# mmio_uart_tx

Fig. 1: mmio_uart_tx, metal 4
Scale: 4 px per um.
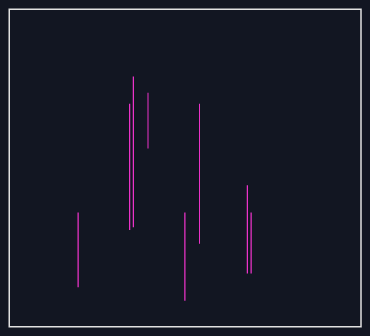
Fig. 2: mmio_uart_tx, PDN straps and rails
Scale: 6 px per um. Pins as bars on the die edge.
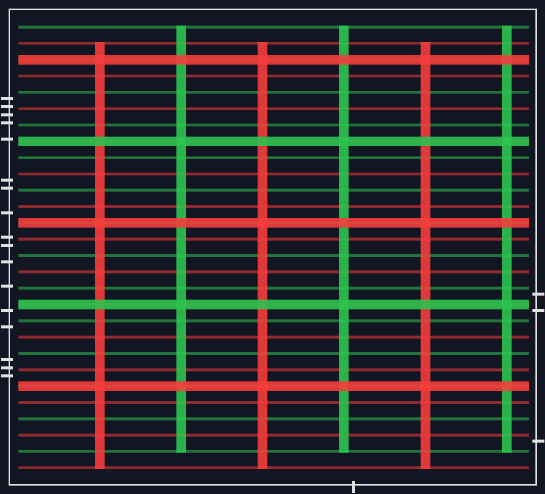
Fig. 3: mmio_uart_tx, track usage over the die
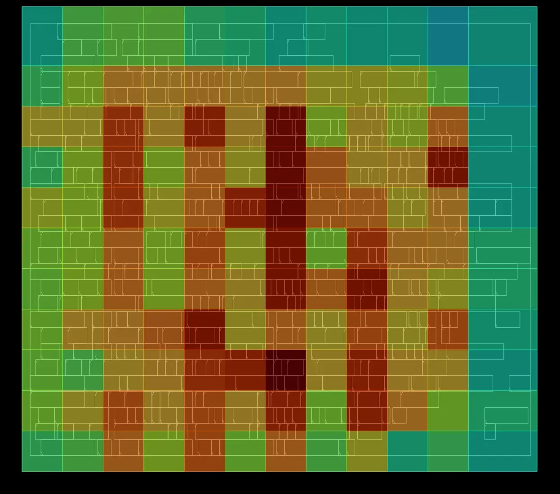
$ cat src/rtl/hack_io_pkg.sv
// rtl/hack_io_pkg.sv - shared types, constants and helpers for the HACK output UART
package hack_io_pkg;

    typedef enum logic [1:0] {
        IDLE,
        START,
        DATA,
        STOP
    } tx_state_t;

    localparam int UART_DATA_BITS = 8;
    localparam int UART_STOP_BITS = 1;

    // Clock cycles per serial bit, truncated toward zero.
    function automatic int baud_div(input int clk_hz, input int baud);
        return clk_hz / baud;
    endfunction

endpackage

$ cat src/rtl/uart_bit_timer.sv
// rtl/uart_bit_timer.sv - bit-period counter with restart and one-cycle bit_done
module uart_bit_timer #(
    parameter int DIV = 434
) (
    input  logic clk50m,
    input  logic rst_n,
    input  logic restart_i,
    output logic bit_done_o
);

    localparam int TW = $clog2(DIV);
    localparam logic [TW-1:0] LAST = TW'(DIV - 1);

    logic [TW-1:0] cnt_q;
    logic [TW-1:0] cnt_d;

    // Next count: restart wins, otherwise wrap at the last cycle of the bit.
    always_comb begin
        cnt_d = cnt_q;
        if (restart_i || (cnt_q == LAST)) begin
            cnt_d = '0;
        end else begin
            cnt_d = cnt_q + TW'(1);
        end
    end

    // Count register.
    always_ff @(posedge clk50m or negedge rst_n) begin
        if (!rst_n) begin
            cnt_q <= '0;
        end else begin
            cnt_q <= cnt_d;
        end
    end

    assign bit_done_o = (cnt_q == LAST);

endmodule

$ cat src/rtl/mmio_uart_tx.sv
// rtl/mmio_uart_tx.sv - serialises every new HACK output word onto a UART line
module mmio_uart_tx
    import hack_io_pkg::*;
#(
    parameter int CLK_HZ = 50_000_000,
    parameter int BAUD   = 115_200,
    parameter int DW     = 16
) (
    input  logic          rst_n,
    input  logic          clk50m,
    input  logic [DW-1:0] word_in,
    output logic          tx,
    output logic          busy,
    output logic          overrun
);

    localparam int DIV = baud_div(CLK_HZ, BAUD);
    localparam int NB  = DW / 8;
    localparam int BW  = (NB > 1) ? $clog2(NB) : 1;

    tx_state_t     state_q, state_d;
    logic [DW-1:0] last_seen_q;
    logic [DW-1:0] pend_word_q, pend_word_d;
    logic          pend_valid_q, pend_valid_d;
    logic [DW-1:0] word_q, word_d;
    logic [7:0]    byte_q, byte_d;
    logic [2:0]    bit_cnt_q, bit_cnt_d;
    logic [BW-1:0] byte_idx_q, byte_idx_d;
    logic          tx_q, tx_d;
    logic          overrun_q, overrun_d;
    logic          change;
    logic          consume;
    logic          restart;
    logic          bit_done;

    uart_bit_timer #(
        .DIV (DIV)
    ) u_timer (
        .clk50m     (clk50m),
        .rst_n      (rst_n),
        .restart_i  (restart),
        .bit_done_o (bit_done)
    );

    // Frame sequencing; tx is computed from the next state so it changes on the same edge.
    always_comb begin
        state_d    = state_q;
        word_d     = word_q;
        byte_d     = byte_q;
        bit_cnt_d  = bit_cnt_q;
        byte_idx_d = byte_idx_q;
        consume    = 1'b0;
        tx_d       = 1'b1;
        case (state_q)
            IDLE: begin
                if (pend_valid_q) begin
                    consume    = 1'b1;
                    word_d     = pend_word_q;
                    byte_idx_d = BW'(NB - 1);
                    state_d    = START;
                end
            end
            START: begin
                if (bit_done) begin
                    byte_d    = word_q[8*byte_idx_q +: 8];
                    bit_cnt_d = '0;
                    state_d   = DATA;
                end
            end
            DATA: begin
                if (bit_done) begin
                    if (bit_cnt_q == 3'(UART_DATA_BITS - 1)) begin
                        state_d = STOP;
                    end else begin
                        byte_d    = byte_q >> 1;
                        bit_cnt_d = bit_cnt_q + 3'd1;
                    end
                end
            end
            STOP: begin
                if (bit_done) begin
                    if (byte_idx_q != '0) begin
                        byte_idx_d = byte_idx_q - BW'(1);
                        state_d    = START;
                    end else begin
                        state_d = IDLE;
                    end
                end
            end
            default: state_d = IDLE;
        endcase
        case (state_d)
            START:   tx_d = 1'b0;
            DATA:    tx_d = byte_d[0];
            default: tx_d = 1'b1;
        endcase
        restart = (state_d != state_q) || (state_q == IDLE);
    end

    // Latest-value buffer: a change always wins, a consume alone empties it.
    always_comb begin
        change       = (word_in != last_seen_q);
        pend_word_d  = pend_word_q;
        pend_valid_d = pend_valid_q;
        if (change) begin
            pend_word_d  = word_in;
            pend_valid_d = 1'b1;
        end else if (consume) begin
            pend_valid_d = 1'b0;
        end
        overrun_d = change && pend_valid_q && !consume;
    end

    // State, shift and buffer registers.
    always_ff @(posedge clk50m or negedge rst_n) begin
        if (!rst_n) begin
            state_q      <= IDLE;
            last_seen_q  <= '0;
            pend_word_q  <= '0;
            pend_valid_q <= 1'b0;
            word_q       <= '0;
            byte_q       <= '0;
            bit_cnt_q    <= '0;
            byte_idx_q   <= '0;
            tx_q         <= 1'b1;
            overrun_q    <= 1'b0;
        end else begin
            state_q      <= state_d;
            last_seen_q  <= word_in;
            pend_word_q  <= pend_word_d;
            pend_valid_q <= pend_valid_d;
            word_q       <= word_d;
            byte_q       <= byte_d;
            bit_cnt_q    <= bit_cnt_d;
            byte_idx_q   <= byte_idx_d;
            tx_q         <= tx_d;
            overrun_q    <= overrun_d;
        end
    end

    assign tx      = tx_q;
    assign overrun = overrun_q;
    assign busy    = (state_q != IDLE) || pend_valid_q;

endmodule

$ cat config.mk
export PLATFORM = sky130hd
export DESIGN_NAME = mmio_uart_tx
export DESIGN_NICKNAME = d
export VERILOG_FILES = /design/src/rtl/hack_io_pkg.sv /design/src/rtl/uart_bit_timer.sv /design/src/rtl/mmio_uart_tx.sv
export SDC_FILE = /design/constraint.sdc
export NUM_CORES = 1
export LEC_CHECK = 0
export ABC_AREA = 1
export CORE_ASPECT_RATIO = 0.9
export CORE_UTILIZATION = 50
export CTS_CLUSTER_DIAMETER = 100
export DETAILED_ROUTE_END_ITERATION = 12
export MAX_ROUTING_LAYER = met4
export PLACE_DENSITY = 0.77
export SETUP_SLACK_MARGIN = 0.1
export SYNTH_ARGS = -nofsm -noshare
export SYNTH_HDL_FRONTEND = slang
export SYNTH_SLANG_ARGS = --single-unit
$ cat constraint.sdc
create_clock -name clk50m -period 1.5 [get_ports clk50m]
set_clock_uncertainty 0.05 [all_clocks]
set_input_delay 0.3 -clock clk50m [delete_from_list [all_inputs] [get_ports clk50m]]
set_output_delay 0.3 -clock clk50m [all_outputs]
set_load 0.02 [all_outputs]
==> results.py <==
# Physical implementation metrics
metrics = {
    "outcome": {
        "outcome": "finished, violations left",
        "violations": "negative setup slack",
    },
    "power": {
        "internal_power_mw": 2.96,
    },
    "timing": {
        "worst_slack_ps": -253,
        "setup_viol": 23,
    },
    "drt": {
        "drtIter0Drc": 173,
        "drtPass1Iterations": 4,
    },
    "layout": {
        "layout.area.comb_um2": 1620,
        "syn_to_final_growth_pct": 43.3,
    },
    "clocking": {
        "clock_latency_ps": 350,
        "cts_resized": 41,
        "cts_tree": "built",
        "clock_path_buffers": 2,
    },
    "logic_synthesis": {
        "synth_warnings": 0,
        "synth.distinct_cells": 31,
        "top_cells_by_count": "86 x nand2_1, 73 x dfrtp_1, 46 x o21ai_0",
    },
    "critical_path": {
        "crit_type": "reg2reg",
        "r2r-start": "u_timer.cnt_q[1]",
        "crit_arrival_ps": 1980,
    },
}
Notes on Fig. 1 above:
main direction	vertical
longest straight run	37.4 um
share of all routed wire	2.3%
nets with wire on the layer	8
wire length on this layer	194 um
via count: 2787
total detailed-routing wirelength: 8340 um

Notes on Fig. 2 above:
color	net
red	VSS
green	VDD
met1 rails	28
signal pins	21
met5 straps	5
Die Width: 87.6 um
core area: 6250 um^2
Peak supply drop: 0.000717 V
Die Height: 79.0 um

Notes on Fig. 3 above:
total track usage: 23.4%
Core Util, Final: 75.6%
routed len/inst: 15.7 um
GR Util met1: 30.5%
met2 Track Usage GR: 36.0%

-- kinds of logic (layout without fill, tap and decap cells) --
logic type                 Yosys count  after routing  synth area share (%)
AOI/OAI and AO/OA                   63             63                  10.6
xor gates and xnor gates            18             18                  4.79
adders and majority gates            9              9                  3.42
buffers and inverters               54            141                  6.42
DFF                                 74             74                  56.2
muxes                                6              6                  1.90
and+or+nand+nor                    130            132                  16.7

# drm_32x16384_arb

Fig. 4: drm_32x16384_arb, PDN straps and rails
Scale: 3 px per um. Pins as bars on the die edge.
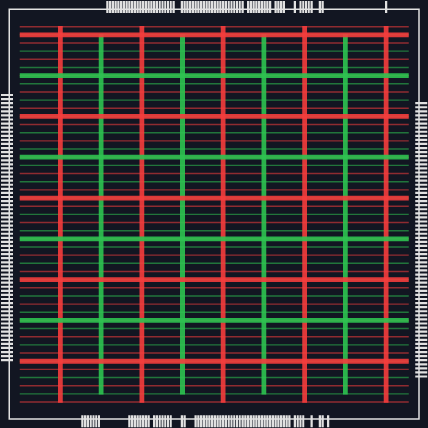
Fig. 5: drm_32x16384_arb, local utilization
Scale: 2 px per um. 14 x 14 tiles, from white (low) to dark blue (high), 0 to 100% covered.
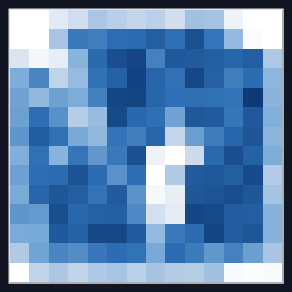
## config.mk

```make
export PLATFORM = sky130hd
export DESIGN_NAME = drm_32x16384_arb
export DESIGN_NICKNAME = d
export VERILOG_FILES = /design/src/rtl/drm_32x16384_arb_pkg.sv /design/src/rtl/drm_32x16384_arb_rr2.sv /design/src/rtl/drm_32x16384_arb.sv
export SDC_FILE = /design/constraint.sdc
export NUM_CORES = 1
export LEC_CHECK = 0
export CAP_MARGIN = 20
export CORE_MARGIN = 3
export CORE_UTILIZATION = 45
export CTS_CLUSTER_SIZE = 25
export DETAILED_ROUTE_END_ITERATION = 8
export PLACE_DENSITY = 0.83
export SLEW_MARGIN = 20
export SYNTH_ARGS = -nofsm -noshare
export SYNTH_HDL_FRONTEND = slang
export SYNTH_SLANG_ARGS = --single-unit
```

## constraint.sdc

```tcl
create_clock -name clk -period 4.7 [get_ports clk]
set_input_delay 0.47 -clock clk [delete_from_list [all_inputs] [get_ports clk]]
set_output_delay 0.47 -clock clk [all_outputs]
set_load 0.1 [all_outputs]
```

## src/rtl/drm_32x16384_arb_pkg.sv

```systemverilog
// drm_32x16384_arb_pkg: shared widths and the request bundle
// used by the dual-requester 32x16384 RAM arbiter.
package drm_32x16384_arb_pkg;

    localparam int DRM_ADDR_W = 14;
    localparam int DRM_DATA_W = 32;
    localparam int DRM_BE_W   = DRM_DATA_W / 8;

    typedef struct packed {
        logic                  we;
        logic [DRM_ADDR_W-1:0] addr;
        logic [DRM_DATA_W-1:0] wdata;
        logic [DRM_BE_W-1:0]   be;
    } drm_req_t;

endpackage

```

## src/rtl/drm_32x16384_arb_rr2.sv

```systemverilog
// drm_rr_arb2: two-way round-robin arbiter driven by an external pointer.
// Ports: req[1:0] in, rr in (preferred side), gnt[1:0] out, contested/loser out.
module drm_rr_arb2 (
    input  logic [1:0] req,
    input  logic       rr,
    output logic [1:0] gnt,
    output logic       contested,
    output logic       loser
);

    assign contested = req[0] & req[1];
    assign gnt[0]    = req[0] & (~req[1] | ~rr);
    assign gnt[1]    = req[1] & (~req[0] | rr);
    // Under contention the winner is rr itself, so the loser is the other side.
    assign loser     = ~rr;

endmodule

```

## src/rtl/drm_32x16384_arb.sv

```systemverilog
// drm_32x16384_arb: two requesters sharing one 1W/1R RAM port pair.
// Ports: clk, rst_n, req_*_0/1 in, req_ready_0/1, rsp_valid/data_0/1 out,
//        ram_wr_* out, ram_rd_addr out, ram_rd_data in (1-cycle latency RAM).
module drm_32x16384_arb
    import drm_32x16384_arb_pkg::*;
#(
    parameter int ADDR_W = DRM_ADDR_W,
    parameter int DATA_W = DRM_DATA_W,
    parameter int BE_W   = DRM_BE_W
) (
    input  logic              clk,
    input  logic              rst_n,
    input  logic              req_valid_0,
    output logic              req_ready_0,
    input  logic              req_we_0,
    input  logic [ADDR_W-1:0] req_addr_0,
    input  logic [DATA_W-1:0] req_wdata_0,
    input  logic [BE_W-1:0]   req_be_0,
    output logic              rsp_valid_0,
    output logic [DATA_W-1:0] rsp_data_0,
    input  logic              req_valid_1,
    output logic              req_ready_1,
    input  logic              req_we_1,
    input  logic [ADDR_W-1:0] req_addr_1,
    input  logic [DATA_W-1:0] req_wdata_1,
    input  logic [BE_W-1:0]   req_be_1,
    output logic              rsp_valid_1,
    output logic [DATA_W-1:0] rsp_data_1,
    output logic              ram_wr_en,
    output logic [ADDR_W-1:0] ram_wr_addr,
    output logic [DATA_W-1:0] ram_wr_data,
    output logic [BE_W-1:0]   ram_wr_byte_en,
    output logic [ADDR_W-1:0] ram_rd_addr,
    input  logic [DATA_W-1:0] ram_rd_data
);

    drm_req_t req [2];

    assign req[0] = '{we: req_we_0, addr: req_addr_0,
                      wdata: req_wdata_0, be: req_be_0};
    assign req[1] = '{we: req_we_1, addr: req_addr_1,
                      wdata: req_wdata_1, be: req_be_1};

    logic       rr;
    logic       rr_d;
    logic [1:0] rd_req;
    logic [1:0] wr_req;
    logic [1:0] rd_gnt;
    logic [1:0] wr_gnt;
    logic       rd_contest;
    logic       wr_contest;
    logic       rd_loser;
    logic       wr_loser;

    // Nothing is accepted while reset is held.
    assign rd_req[0] = rst_n & req_valid_0 & ~req[0].we;
    assign rd_req[1] = rst_n & req_valid_1 & ~req[1].we;
    assign wr_req[0] = rst_n & req_valid_0 & req[0].we;
    assign wr_req[1] = rst_n & req_valid_1 & req[1].we;

    drm_rr_arb2 u_rd_arb (
        .req       (rd_req),
        .rr        (rr),
        .gnt       (rd_gnt),
        .contested (rd_contest),
        .loser     (rd_loser)
    );

    drm_rr_arb2 u_wr_arb (
        .req       (wr_req),
        .rr        (rr),
        .gnt       (wr_gnt),
        .contested (wr_contest),
        .loser     (wr_loser)
    );

    assign req_ready_0 = rd_gnt[0] | wr_gnt[0];
    assign req_ready_1 = rd_gnt[1] | wr_gnt[1];

    // Read and write cannot both be contested: there are only two requesters.
    always_comb begin
        rr_d = rr;
        if (rd_contest) begin
            rr_d = rd_loser;
        end else if (wr_contest) begin
            rr_d = wr_loser;
        end
    end

    always_ff @(posedge clk) begin
        if (!rst_n) begin
            rr <= 1'b0;
        end else begin
            rr <= rr_d;
        end
    end

    always_comb begin
        ram_wr_en      = 1'b0;
        ram_wr_addr    = '0;
        ram_wr_data    = '0;
        ram_wr_byte_en = '0;
        unique case (1'b1)
            wr_gnt[0]: begin
                ram_wr_en      = 1'b1;
                ram_wr_addr    = req[0].addr;
                ram_wr_data    = req[0].wdata;
                ram_wr_byte_en = req[0].be;
            end
            wr_gnt[1]: begin
                ram_wr_en      = 1'b1;
                ram_wr_addr    = req[1].addr;
                ram_wr_data    = req[1].wdata;
                ram_wr_byte_en = req[1].be;
            end
            default: ;
        endcase
    end

    logic              rd_any;
    logic [ADDR_W-1:0] rd_addr_cur;
    logic [ADDR_W-1:0] rd_addr_q;

    assign rd_any      = |rd_gnt;
    assign rd_addr_cur = rd_gnt[1] ? req[1].addr : req[0].addr;
    assign ram_rd_addr = rd_any ? rd_addr_cur : rd_addr_q;

    // rd_addr_q doubles as the address of the read now in the RAM stage.
    always_ff @(posedge clk) begin
        if (!rst_n) begin
            rd_addr_q <= '0;
        end else if (rd_any) begin
            rd_addr_q <= rd_addr_cur;
        end
    end

    // Forward entry 0 = write of the previous cycle, entry 1 = the one before.
    // At capture time these are the writes of cycles N and N-1 of the read.
    logic              fwd_valid [2];
    logic [ADDR_W-1:0] fwd_addr  [2];
    logic [DATA_W-1:0] fwd_data  [2];
    logic [BE_W-1:0]   fwd_be    [2];
    logic [1:0]        fwd_hit;

    always_ff @(posedge clk) begin
        if (!rst_n) begin
            for (int k = 0; k < 2; k++) begin
                fwd_valid[k] <= 1'b0;
                fwd_addr[k]  <= '0;
                fwd_data[k]  <= '0;
                fwd_be[k]    <= '0;
            end
        end else begin
            fwd_valid[0] <= ram_wr_en;
            fwd_addr[0]  <= ram_wr_addr;
            fwd_data[0]  <= ram_wr_data;
            fwd_be[0]    <= ram_wr_byte_en;
            fwd_valid[1] <= fwd_valid[0];
            fwd_addr[1]  <= fwd_addr[0];
            fwd_data[1]  <= fwd_data[0];
            fwd_be[1]    <= fwd_be[0];
        end
    end

    assign fwd_hit[0] = fwd_valid[0] && (fwd_addr[0] == rd_addr_q);
    assign fwd_hit[1] = fwd_valid[1] && (fwd_addr[1] == rd_addr_q);

    logic [DATA_W-1:0] merged;

    // Older entry first so the newer write wins on overlapping bytes.
    always_comb begin
        merged = ram_rd_data;
        for (int b = 0; b < BE_W; b++) begin
            if (fwd_hit[1] && fwd_be[1][b]) begin
                merged[8*b +: 8] = fwd_data[1][8*b +: 8];
            end
            if (fwd_hit[0] && fwd_be[0][b]) begin
                merged[8*b +: 8] = fwd_data[0][8*b +: 8];
            end
        end
    end

    logic s1_valid;
    logic s1_id;

    always_ff @(posedge clk) begin
        if (!rst_n) begin
            s1_valid    <= 1'b0;
            s1_id       <= 1'b0;
            rsp_valid_0 <= 1'b0;
            rsp_valid_1 <= 1'b0;
            rsp_data_0  <= '0;
            rsp_data_1  <= '0;
        end else begin
            s1_valid    <= rd_any;
            s1_id       <= rd_gnt[1];
            rsp_valid_0 <= s1_valid & ~s1_id;
            rsp_valid_1 <= s1_valid & s1_id;
            if (s1_valid && !s1_id) begin
                rsp_data_0 <= merged;
            end
            if (s1_valid && s1_id) begin
                rsp_data_1 <= merged;
            end
        end
    end

endmodule

```

==> results.py <==
# Physical implementation metrics
metrics = {
    "outcome": {
        "outcome": "finished clean",
    },
    "critical_path": {
        "crit_end": "ram_wr_data[13]",
        "startpoint": "req_we_1",
        "cpPeakStageDelay_ps": 650,
    },
    "logic_synthesis": {
        "adder_share_pct": 0,
        "synth_area_um2": 7620,
        "synth.distinct_cells": 32,
        "avgSynthCellArea_um2": 10.1,
        "synth-area-yosys_um2": 7620,
    },
    "clocking": {
        "clock_path_buffers": 2,
        "cts_tree": "built",
    },
    "layout": {
        "most-common-layout-cells": "203 x clkdlybuf4s50_1, 185 x dfxtp_1, 100 x a22o_1",
    },
    "placed_design": {
        "dp_hpwl_um": 16700,
    },
    "drt": {
        "wl_um": 23400,
        "wl_met2_um": 11000,
    },
    "global_routing": {
        "grt_start_max_net_pins": 76,
    },
    "timing": {
        "fmax_mhz": 320,
    },
}
About Fig. 4:
color	net
green	VDD
red	VSS
rows	46
met5 straps	9
Die Width: 136 um
Die Height: 136 um
Peak supply drop: 0.000265 V
core area: 16200 um^2

About Fig. 5:
mean over tiles	57%
tiles over 75% full	38%
fullest tile	96%
emptiest ninth of the die	north-west
nearly empty tiles	5.1%
Core Util at FP: 46.9%
Core Util, Final: 66.9%

report_power, final:
| part | internal (mW) | switching, mW |
|---|---|---|
| logic | 0.276 | 0.587 |
| registers | 1.63 | 0.0390 |
| clock network | 0.851 | 0.578 |
through the flow:
step	area, um^2	hold WS [ps]	cells	util, %
2_1_floorplan	7620	435	755	-
3_3_place_gp	10300	459	1187	63.2
3_5_place_dp	10300	461	1187	63.2
4_1_cts	10800	476	1219	66.8
5_1_grt	10900	493	1220	66.9
6_report	10900	473	1220	66.9

# vector_sequencer

## config.mk

```make
export PLATFORM = sky130hd
export DESIGN_NAME = vector_sequencer
export DESIGN_NICKNAME = d
export VERILOG_FILES = /design/src/rtl/vector_sequencer.sv
export SDC_FILE = /design/constraint.sdc
export NUM_CORES = 1
export LEC_CHECK = 0
export CORE_MARGIN = 2
export CORE_UTILIZATION = 40
export DETAILED_ROUTE_END_ITERATION = 12
export GPL_ROUTABILITY_DRIVEN = 0
export GPL_TIMING_DRIVEN = 1
export PLACE_DENSITY = 0.64
export SYNTH_ARGS = -nofsm -noshare
export SYNTH_HDL_FRONTEND = slang
export SYNTH_SLANG_ARGS = --single-unit
```

## constraint.sdc

```tcl
create_clock -name clk_i -period 3.05 [get_ports clk_i]
set_clock_uncertainty 0.1 [all_clocks]
set_input_delay 0.4575 -clock clk_i [delete_from_list [all_inputs] [get_ports clk_i]]
set_output_delay 0.4575 -clock clk_i [all_outputs]
set_load 0.05 [all_outputs]
```

## src/rtl/vector_sequencer.sv

```systemverilog
// Vector sequencer: fetches stimulus/expected/mask triples, drives each enabled
// DUT channel through a valid/ready handshake and keeps masked-compare statistics.
module vector_sequencer #(
    parameter int WIDTH    = 32,
    parameter int DEPTH    = 64,
    parameter int CHANNELS = 4,
    parameter int TIMEOUT  = 15,
    localparam int AW = $clog2(DEPTH),
    localparam int CW = $clog2(CHANNELS)
) (
    input  logic                clk_i,
    input  logic                reset_i,
    input  logic                start_i,
    input  logic [CHANNELS-1:0] chan_en_i,
    input  logic [AW:0]         num_vec_i,
    output logic [CW+AW-1:0]    vmem_addr_o,
    input  logic [WIDTH-1:0]    vmem_stim_i,
    input  logic [WIDTH-1:0]    vmem_exp_i,
    input  logic [WIDTH-1:0]    vmem_mask_i,
    output logic [CW-1:0]       dut_sel_o,
    output logic                dut_valid_o,
    output logic [WIDTH-1:0]    dut_stim_o,
    input  logic                dut_ready_i,
    input  logic                res_valid_i,
    input  logic [WIDTH-1:0]    res_data_i,
    output logic                busy_o,
    output logic                done_o,
    output logic                fail_o,
    output logic [CW+AW-1:0]    first_fail_addr_o,
    input  logic [CW-1:0]       stat_sel_i,
    output logic [15:0]         stat_pass_o,
    output logic [15:0]         stat_fail_o
);
    localparam int TW = $clog2(TIMEOUT + 1);

    localparam logic [2:0] S_IDLE  = 3'd0;
    localparam logic [2:0] S_FETCH = 3'd1;
    localparam logic [2:0] S_LOAD  = 3'd2;
    localparam logic [2:0] S_DRIVE = 3'd3;
    localparam logic [2:0] S_WAIT  = 3'd4;
    localparam logic [2:0] S_NEXT  = 3'd5;
    localparam logic [2:0] S_DONE  = 3'd6;

    logic [2:0]          state_q, state_d;
    logic [CHANNELS-1:0] en_q, en_d;
    logic [AW:0]         nvec_q, nvec_d;
    logic [CW-1:0]       chan_q, chan_d;
    logic [AW-1:0]       idx_q, idx_d;
    logic [WIDTH-1:0]    stim_q, stim_d;
    logic [WIDTH-1:0]    exp_q, exp_d;
    logic [WIDTH-1:0]    mask_q, mask_d;
    logic [TW-1:0]       tmo_q, tmo_d;
    logic                fail_q, fail_d;
    logic [CW+AW-1:0]    ffa_q, ffa_d;
    logic [15:0]         pass_q [CHANNELS];
    logic [15:0]         pass_d [CHANNELS];
    logic [15:0]         failc_q [CHANNELS];
    logic [15:0]         failc_d [CHANNELS];

    logic                vecDone, vecFail, lastIdx;
    logic [CW:0]         firstHit, nextHit;

    // Returns {found, channel} for the lowest enabled channel strictly above 'above'.
    function automatic logic [CW:0] findEnabled(input logic [CHANNELS-1:0] en, input int above);
        logic [CW:0] r;
        r = '0;
        for (int c = CHANNELS - 1; c >= 0; c--) begin
            if (en[c] && c > above) r = {1'b1, CW'(c)};
        end
        return r;
    endfunction

    assign firstHit = findEnabled(chan_en_i, -1);
    assign nextHit  = findEnabled(en_q, int'(chan_q));
    assign lastIdx  = ({1'b0, idx_q} == (nvec_q - {{AW{1'b0}}, 1'b1}));

    always_comb begin
        state_d = state_q;
        en_d    = en_q;
        nvec_d  = nvec_q;
        chan_d  = chan_q;
        idx_d   = idx_q;
        stim_d  = stim_q;
        exp_d   = exp_q;
        mask_d  = mask_q;
        tmo_d   = tmo_q;
        fail_d  = fail_q;
        ffa_d   = ffa_q;
        pass_d  = pass_q;
        failc_d = failc_q;
        vecDone = 1'b0;
        vecFail = 1'b0;
        case (state_q)
            S_IDLE: begin
                if (start_i) begin
                    en_d   = chan_en_i;
                    nvec_d = num_vec_i;
                    idx_d  = '0;
                    chan_d = firstHit[CW-1:0];
                    fail_d = 1'b0;
                    ffa_d  = '0;
                    for (int c = 0; c < CHANNELS; c++) begin
                        pass_d[c]  = '0;
                        failc_d[c] = '0;
                    end
                    state_d = (firstHit[CW] && num_vec_i != '0) ? S_FETCH : S_DONE;
                end
            end
            S_FETCH: state_d = S_LOAD;
            S_LOAD: begin
                stim_d  = vmem_stim_i;
                exp_d   = vmem_exp_i;
                mask_d  = vmem_mask_i;
                state_d = S_DRIVE;
            end
            S_DRIVE: begin
                if (dut_ready_i) begin
                    tmo_d   = '0;
                    state_d = S_WAIT;
                end
            end
            S_WAIT: begin
                // A result arriving on the last allowed cycle still wins over the timeout.
                if (res_valid_i) begin
                    vecDone = 1'b1;
                    vecFail = |((res_data_i ^ exp_q) & mask_q);
                end else if (tmo_q == TW'(TIMEOUT - 1)) begin
                    vecDone = 1'b1;
                    vecFail = 1'b1;
                end else begin
                    tmo_d = tmo_q + TW'(1);
                end
                if (vecDone) state_d = S_NEXT;
            end
            S_NEXT: begin
                if (lastIdx) begin
                    idx_d = '0;
                    if (nextHit[CW]) begin
                        chan_d  = nextHit[CW-1:0];
                        state_d = S_FETCH;
                    end else begin
                        state_d = S_DONE;
                    end
                end else begin
                    idx_d   = idx_q + AW'(1);
                    state_d = S_FETCH;
                end
            end
            S_DONE:  state_d = S_IDLE;
            default: state_d = S_IDLE;
        endcase

        if (vecDone) begin
            if (vecFail) begin
                if (failc_q[chan_q] != 16'hFFFF) failc_d[chan_q] = failc_q[chan_q] + 16'd1;
                if (!fail_q) begin
                    fail_d = 1'b1;
                    ffa_d  = {chan_q, idx_q};
                end
            end else begin
                if (pass_q[chan_q] != 16'hFFFF) pass_d[chan_q] = pass_q[chan_q] + 16'd1;
            end
        end
    end

    always_ff @(posedge clk_i) begin
        if (!reset_i) begin
            state_q <= S_IDLE;
            en_q    <= '0;
            nvec_q  <= '0;
            chan_q  <= '0;
            idx_q   <= '0;
            stim_q  <= '0;
            exp_q   <= '0;
            mask_q  <= '0;
            tmo_q   <= '0;
            fail_q  <= 1'b0;
            ffa_q   <= '0;
            for (int c = 0; c < CHANNELS; c++) begin
                pass_q[c]  <= '0;
                failc_q[c] <= '0;
            end
        end else begin
            state_q <= state_d;
            en_q    <= en_d;
            nvec_q  <= nvec_d;
            chan_q  <= chan_d;
            idx_q   <= idx_d;
            stim_q  <= stim_d;
            exp_q   <= exp_d;
            mask_q  <= mask_d;
            tmo_q   <= tmo_d;
            fail_q  <= fail_d;
            ffa_q   <= ffa_d;
            pass_q  <= pass_d;
            failc_q <= failc_d;
        end
    end

    assign vmem_addr_o       = {chan_q, idx_q};
    assign dut_sel_o         = chan_q;
    assign dut_valid_o       = (state_q == S_DRIVE);
    assign dut_stim_o        = stim_q;
    assign busy_o            = (state_q != S_IDLE) && (state_q != S_DONE);
    assign done_o            = (state_q == S_DONE);
    assign fail_o            = fail_q;
    assign first_fail_addr_o = ffa_q;
    assign stat_pass_o       = pass_q[stat_sel_i];
    assign stat_fail_o       = failc_q[stat_sel_i];

endmodule
```

Fig. 6: vector_sequencer, local utilization
Scale: 1.5 px per um. 19 x 19 tiles, from white (low) to dark blue (high), 0 to 100% covered.
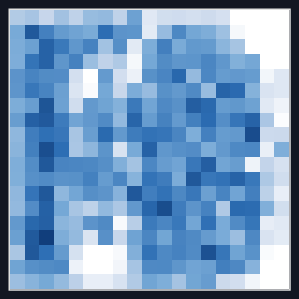
emptiest ninth of the die	north-east
nearly empty tiles	6.4%
tiles over 75% full	10%
fullest tile	94%
Core Util at FP: 40.7%
core area: 32600 um^2
Core Util, Final: 53.2%

==> results.py <==
# Physical implementation metrics
metrics = {
    "logic_synthesis": {
        "synthAoiAreaFrac_pct": 17.3,
        "syn_nets": 1666,
        "synthSimpleGateAreaFrac_pct": 21.4,
    },
    "critical_path": {
        "rr_endpoint": "pass_q[49]",
        "critPathMostFrequentCell": "nand4_1",
    },
    "outcome": {
        "outcome": "finished clean",
    },
    "drt": {
        "wl_met2_um": 19100,
        "viasPerCell": 5.59,
    },
    "hold_path": {
        "hp-start": "vmem_exp_i[16]",
    },
    "global_routing": {
        "grt_pass1_wl_um": 62800,
    },
    "layout": {
        "fillers": 2983,
        "layout_top_cell": "dfxtp_1",
        "sh_comb_area_pct": 42.4,
        "seq_share_pct": 29.8,
    },
    "clocking": {
        "clock_path_buffers": 3,
    },
    "timing": {
        "fin_crit_ps": 2890,
    },
}
Fig. 7: vector_sequencer, metal 4
Scale: 2 px per um.
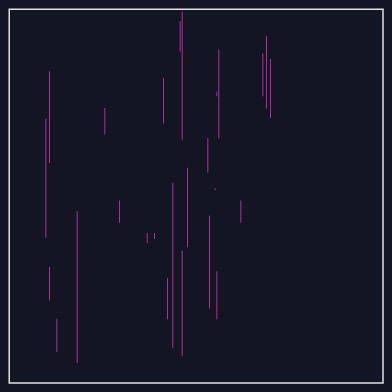
wire length on this layer	771 um
nets with wire on the layer	16
main direction	vertical
via count: 12082
total detailed-routing wirelength: 40000 um

## sequential cells by signal, indices dropped and copies added (netlist names)
register           flops
dut_sel_o              2
dut_stim_o            32
en_q                   3
exp_q                 32
fail_o                 1
failc_q               64
first_fail_addr_o      8
idx_q                  6
mask_q                32
nvec_q                 7
pass_q                64
state_q                3
tmo_q                  4
## stage by stage
stage          worst slack [ps]  cells  util (%)  hold slack (ps)
2_1_floorplan              2.92   1514         -              336
3_3_place_gp              -37.3   2105      50.2              340
3_5_place_dp               -114   2105      50.2              347
4_1_cts                    22.0   2158      53.2              326
5_1_grt                    1.27   2160      53.2              329
6_report                    164   2160      53.2              339


==> layout pictures side by side <==
Clock distribution.
image #1
Scale: 6 px per um.
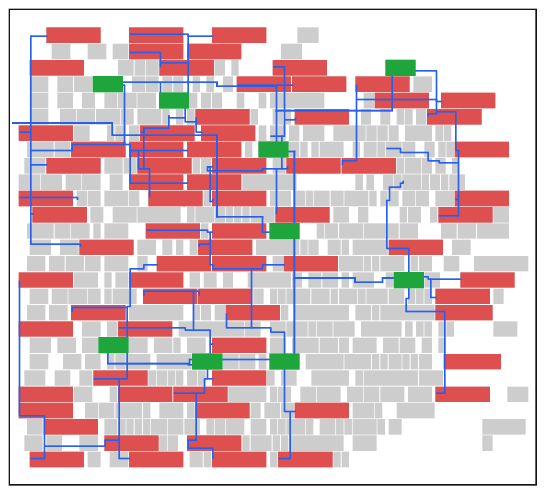
image #2
Scale: 3 px per um.
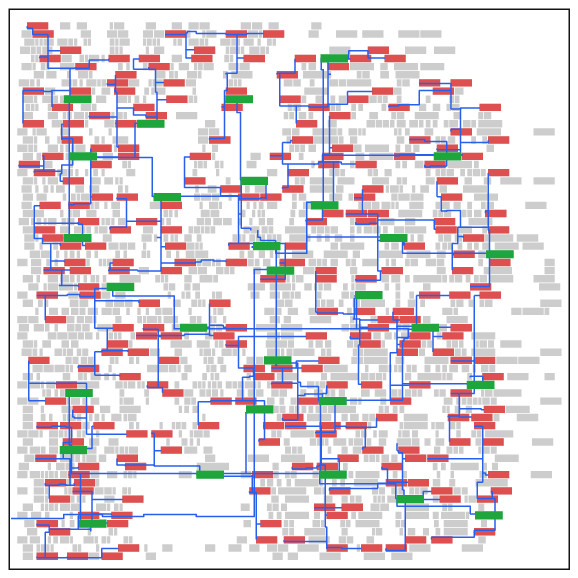
image #3
Scale: 4 px per um.
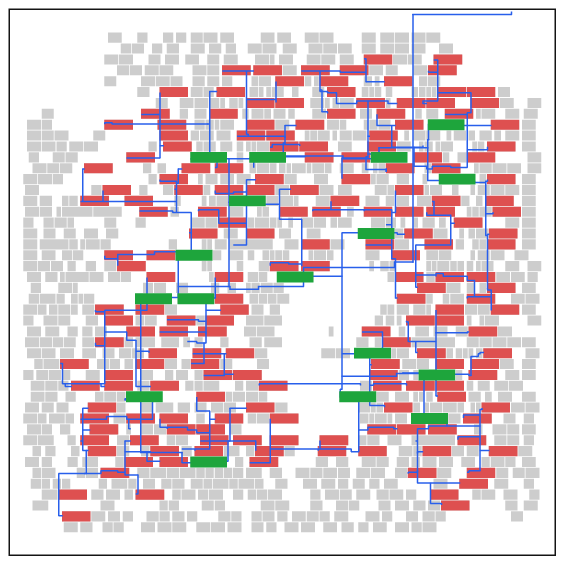
- image #2 = vector_sequencer
- image #3 = drm_32x16384_arb
- image #1 = mmio_uart_tx
The one with the most sequential cells is image #2.
The one with the fewest sequential cells is image #1.

Key to image #3:
[blue] clock wires | length: 1830 um
[green] cells driving clock nets | count: 17
[red] flip-flops | count: 185
routed clock nets	18

Power figures rest on the tool's default switching activity, not on a simulated workload.
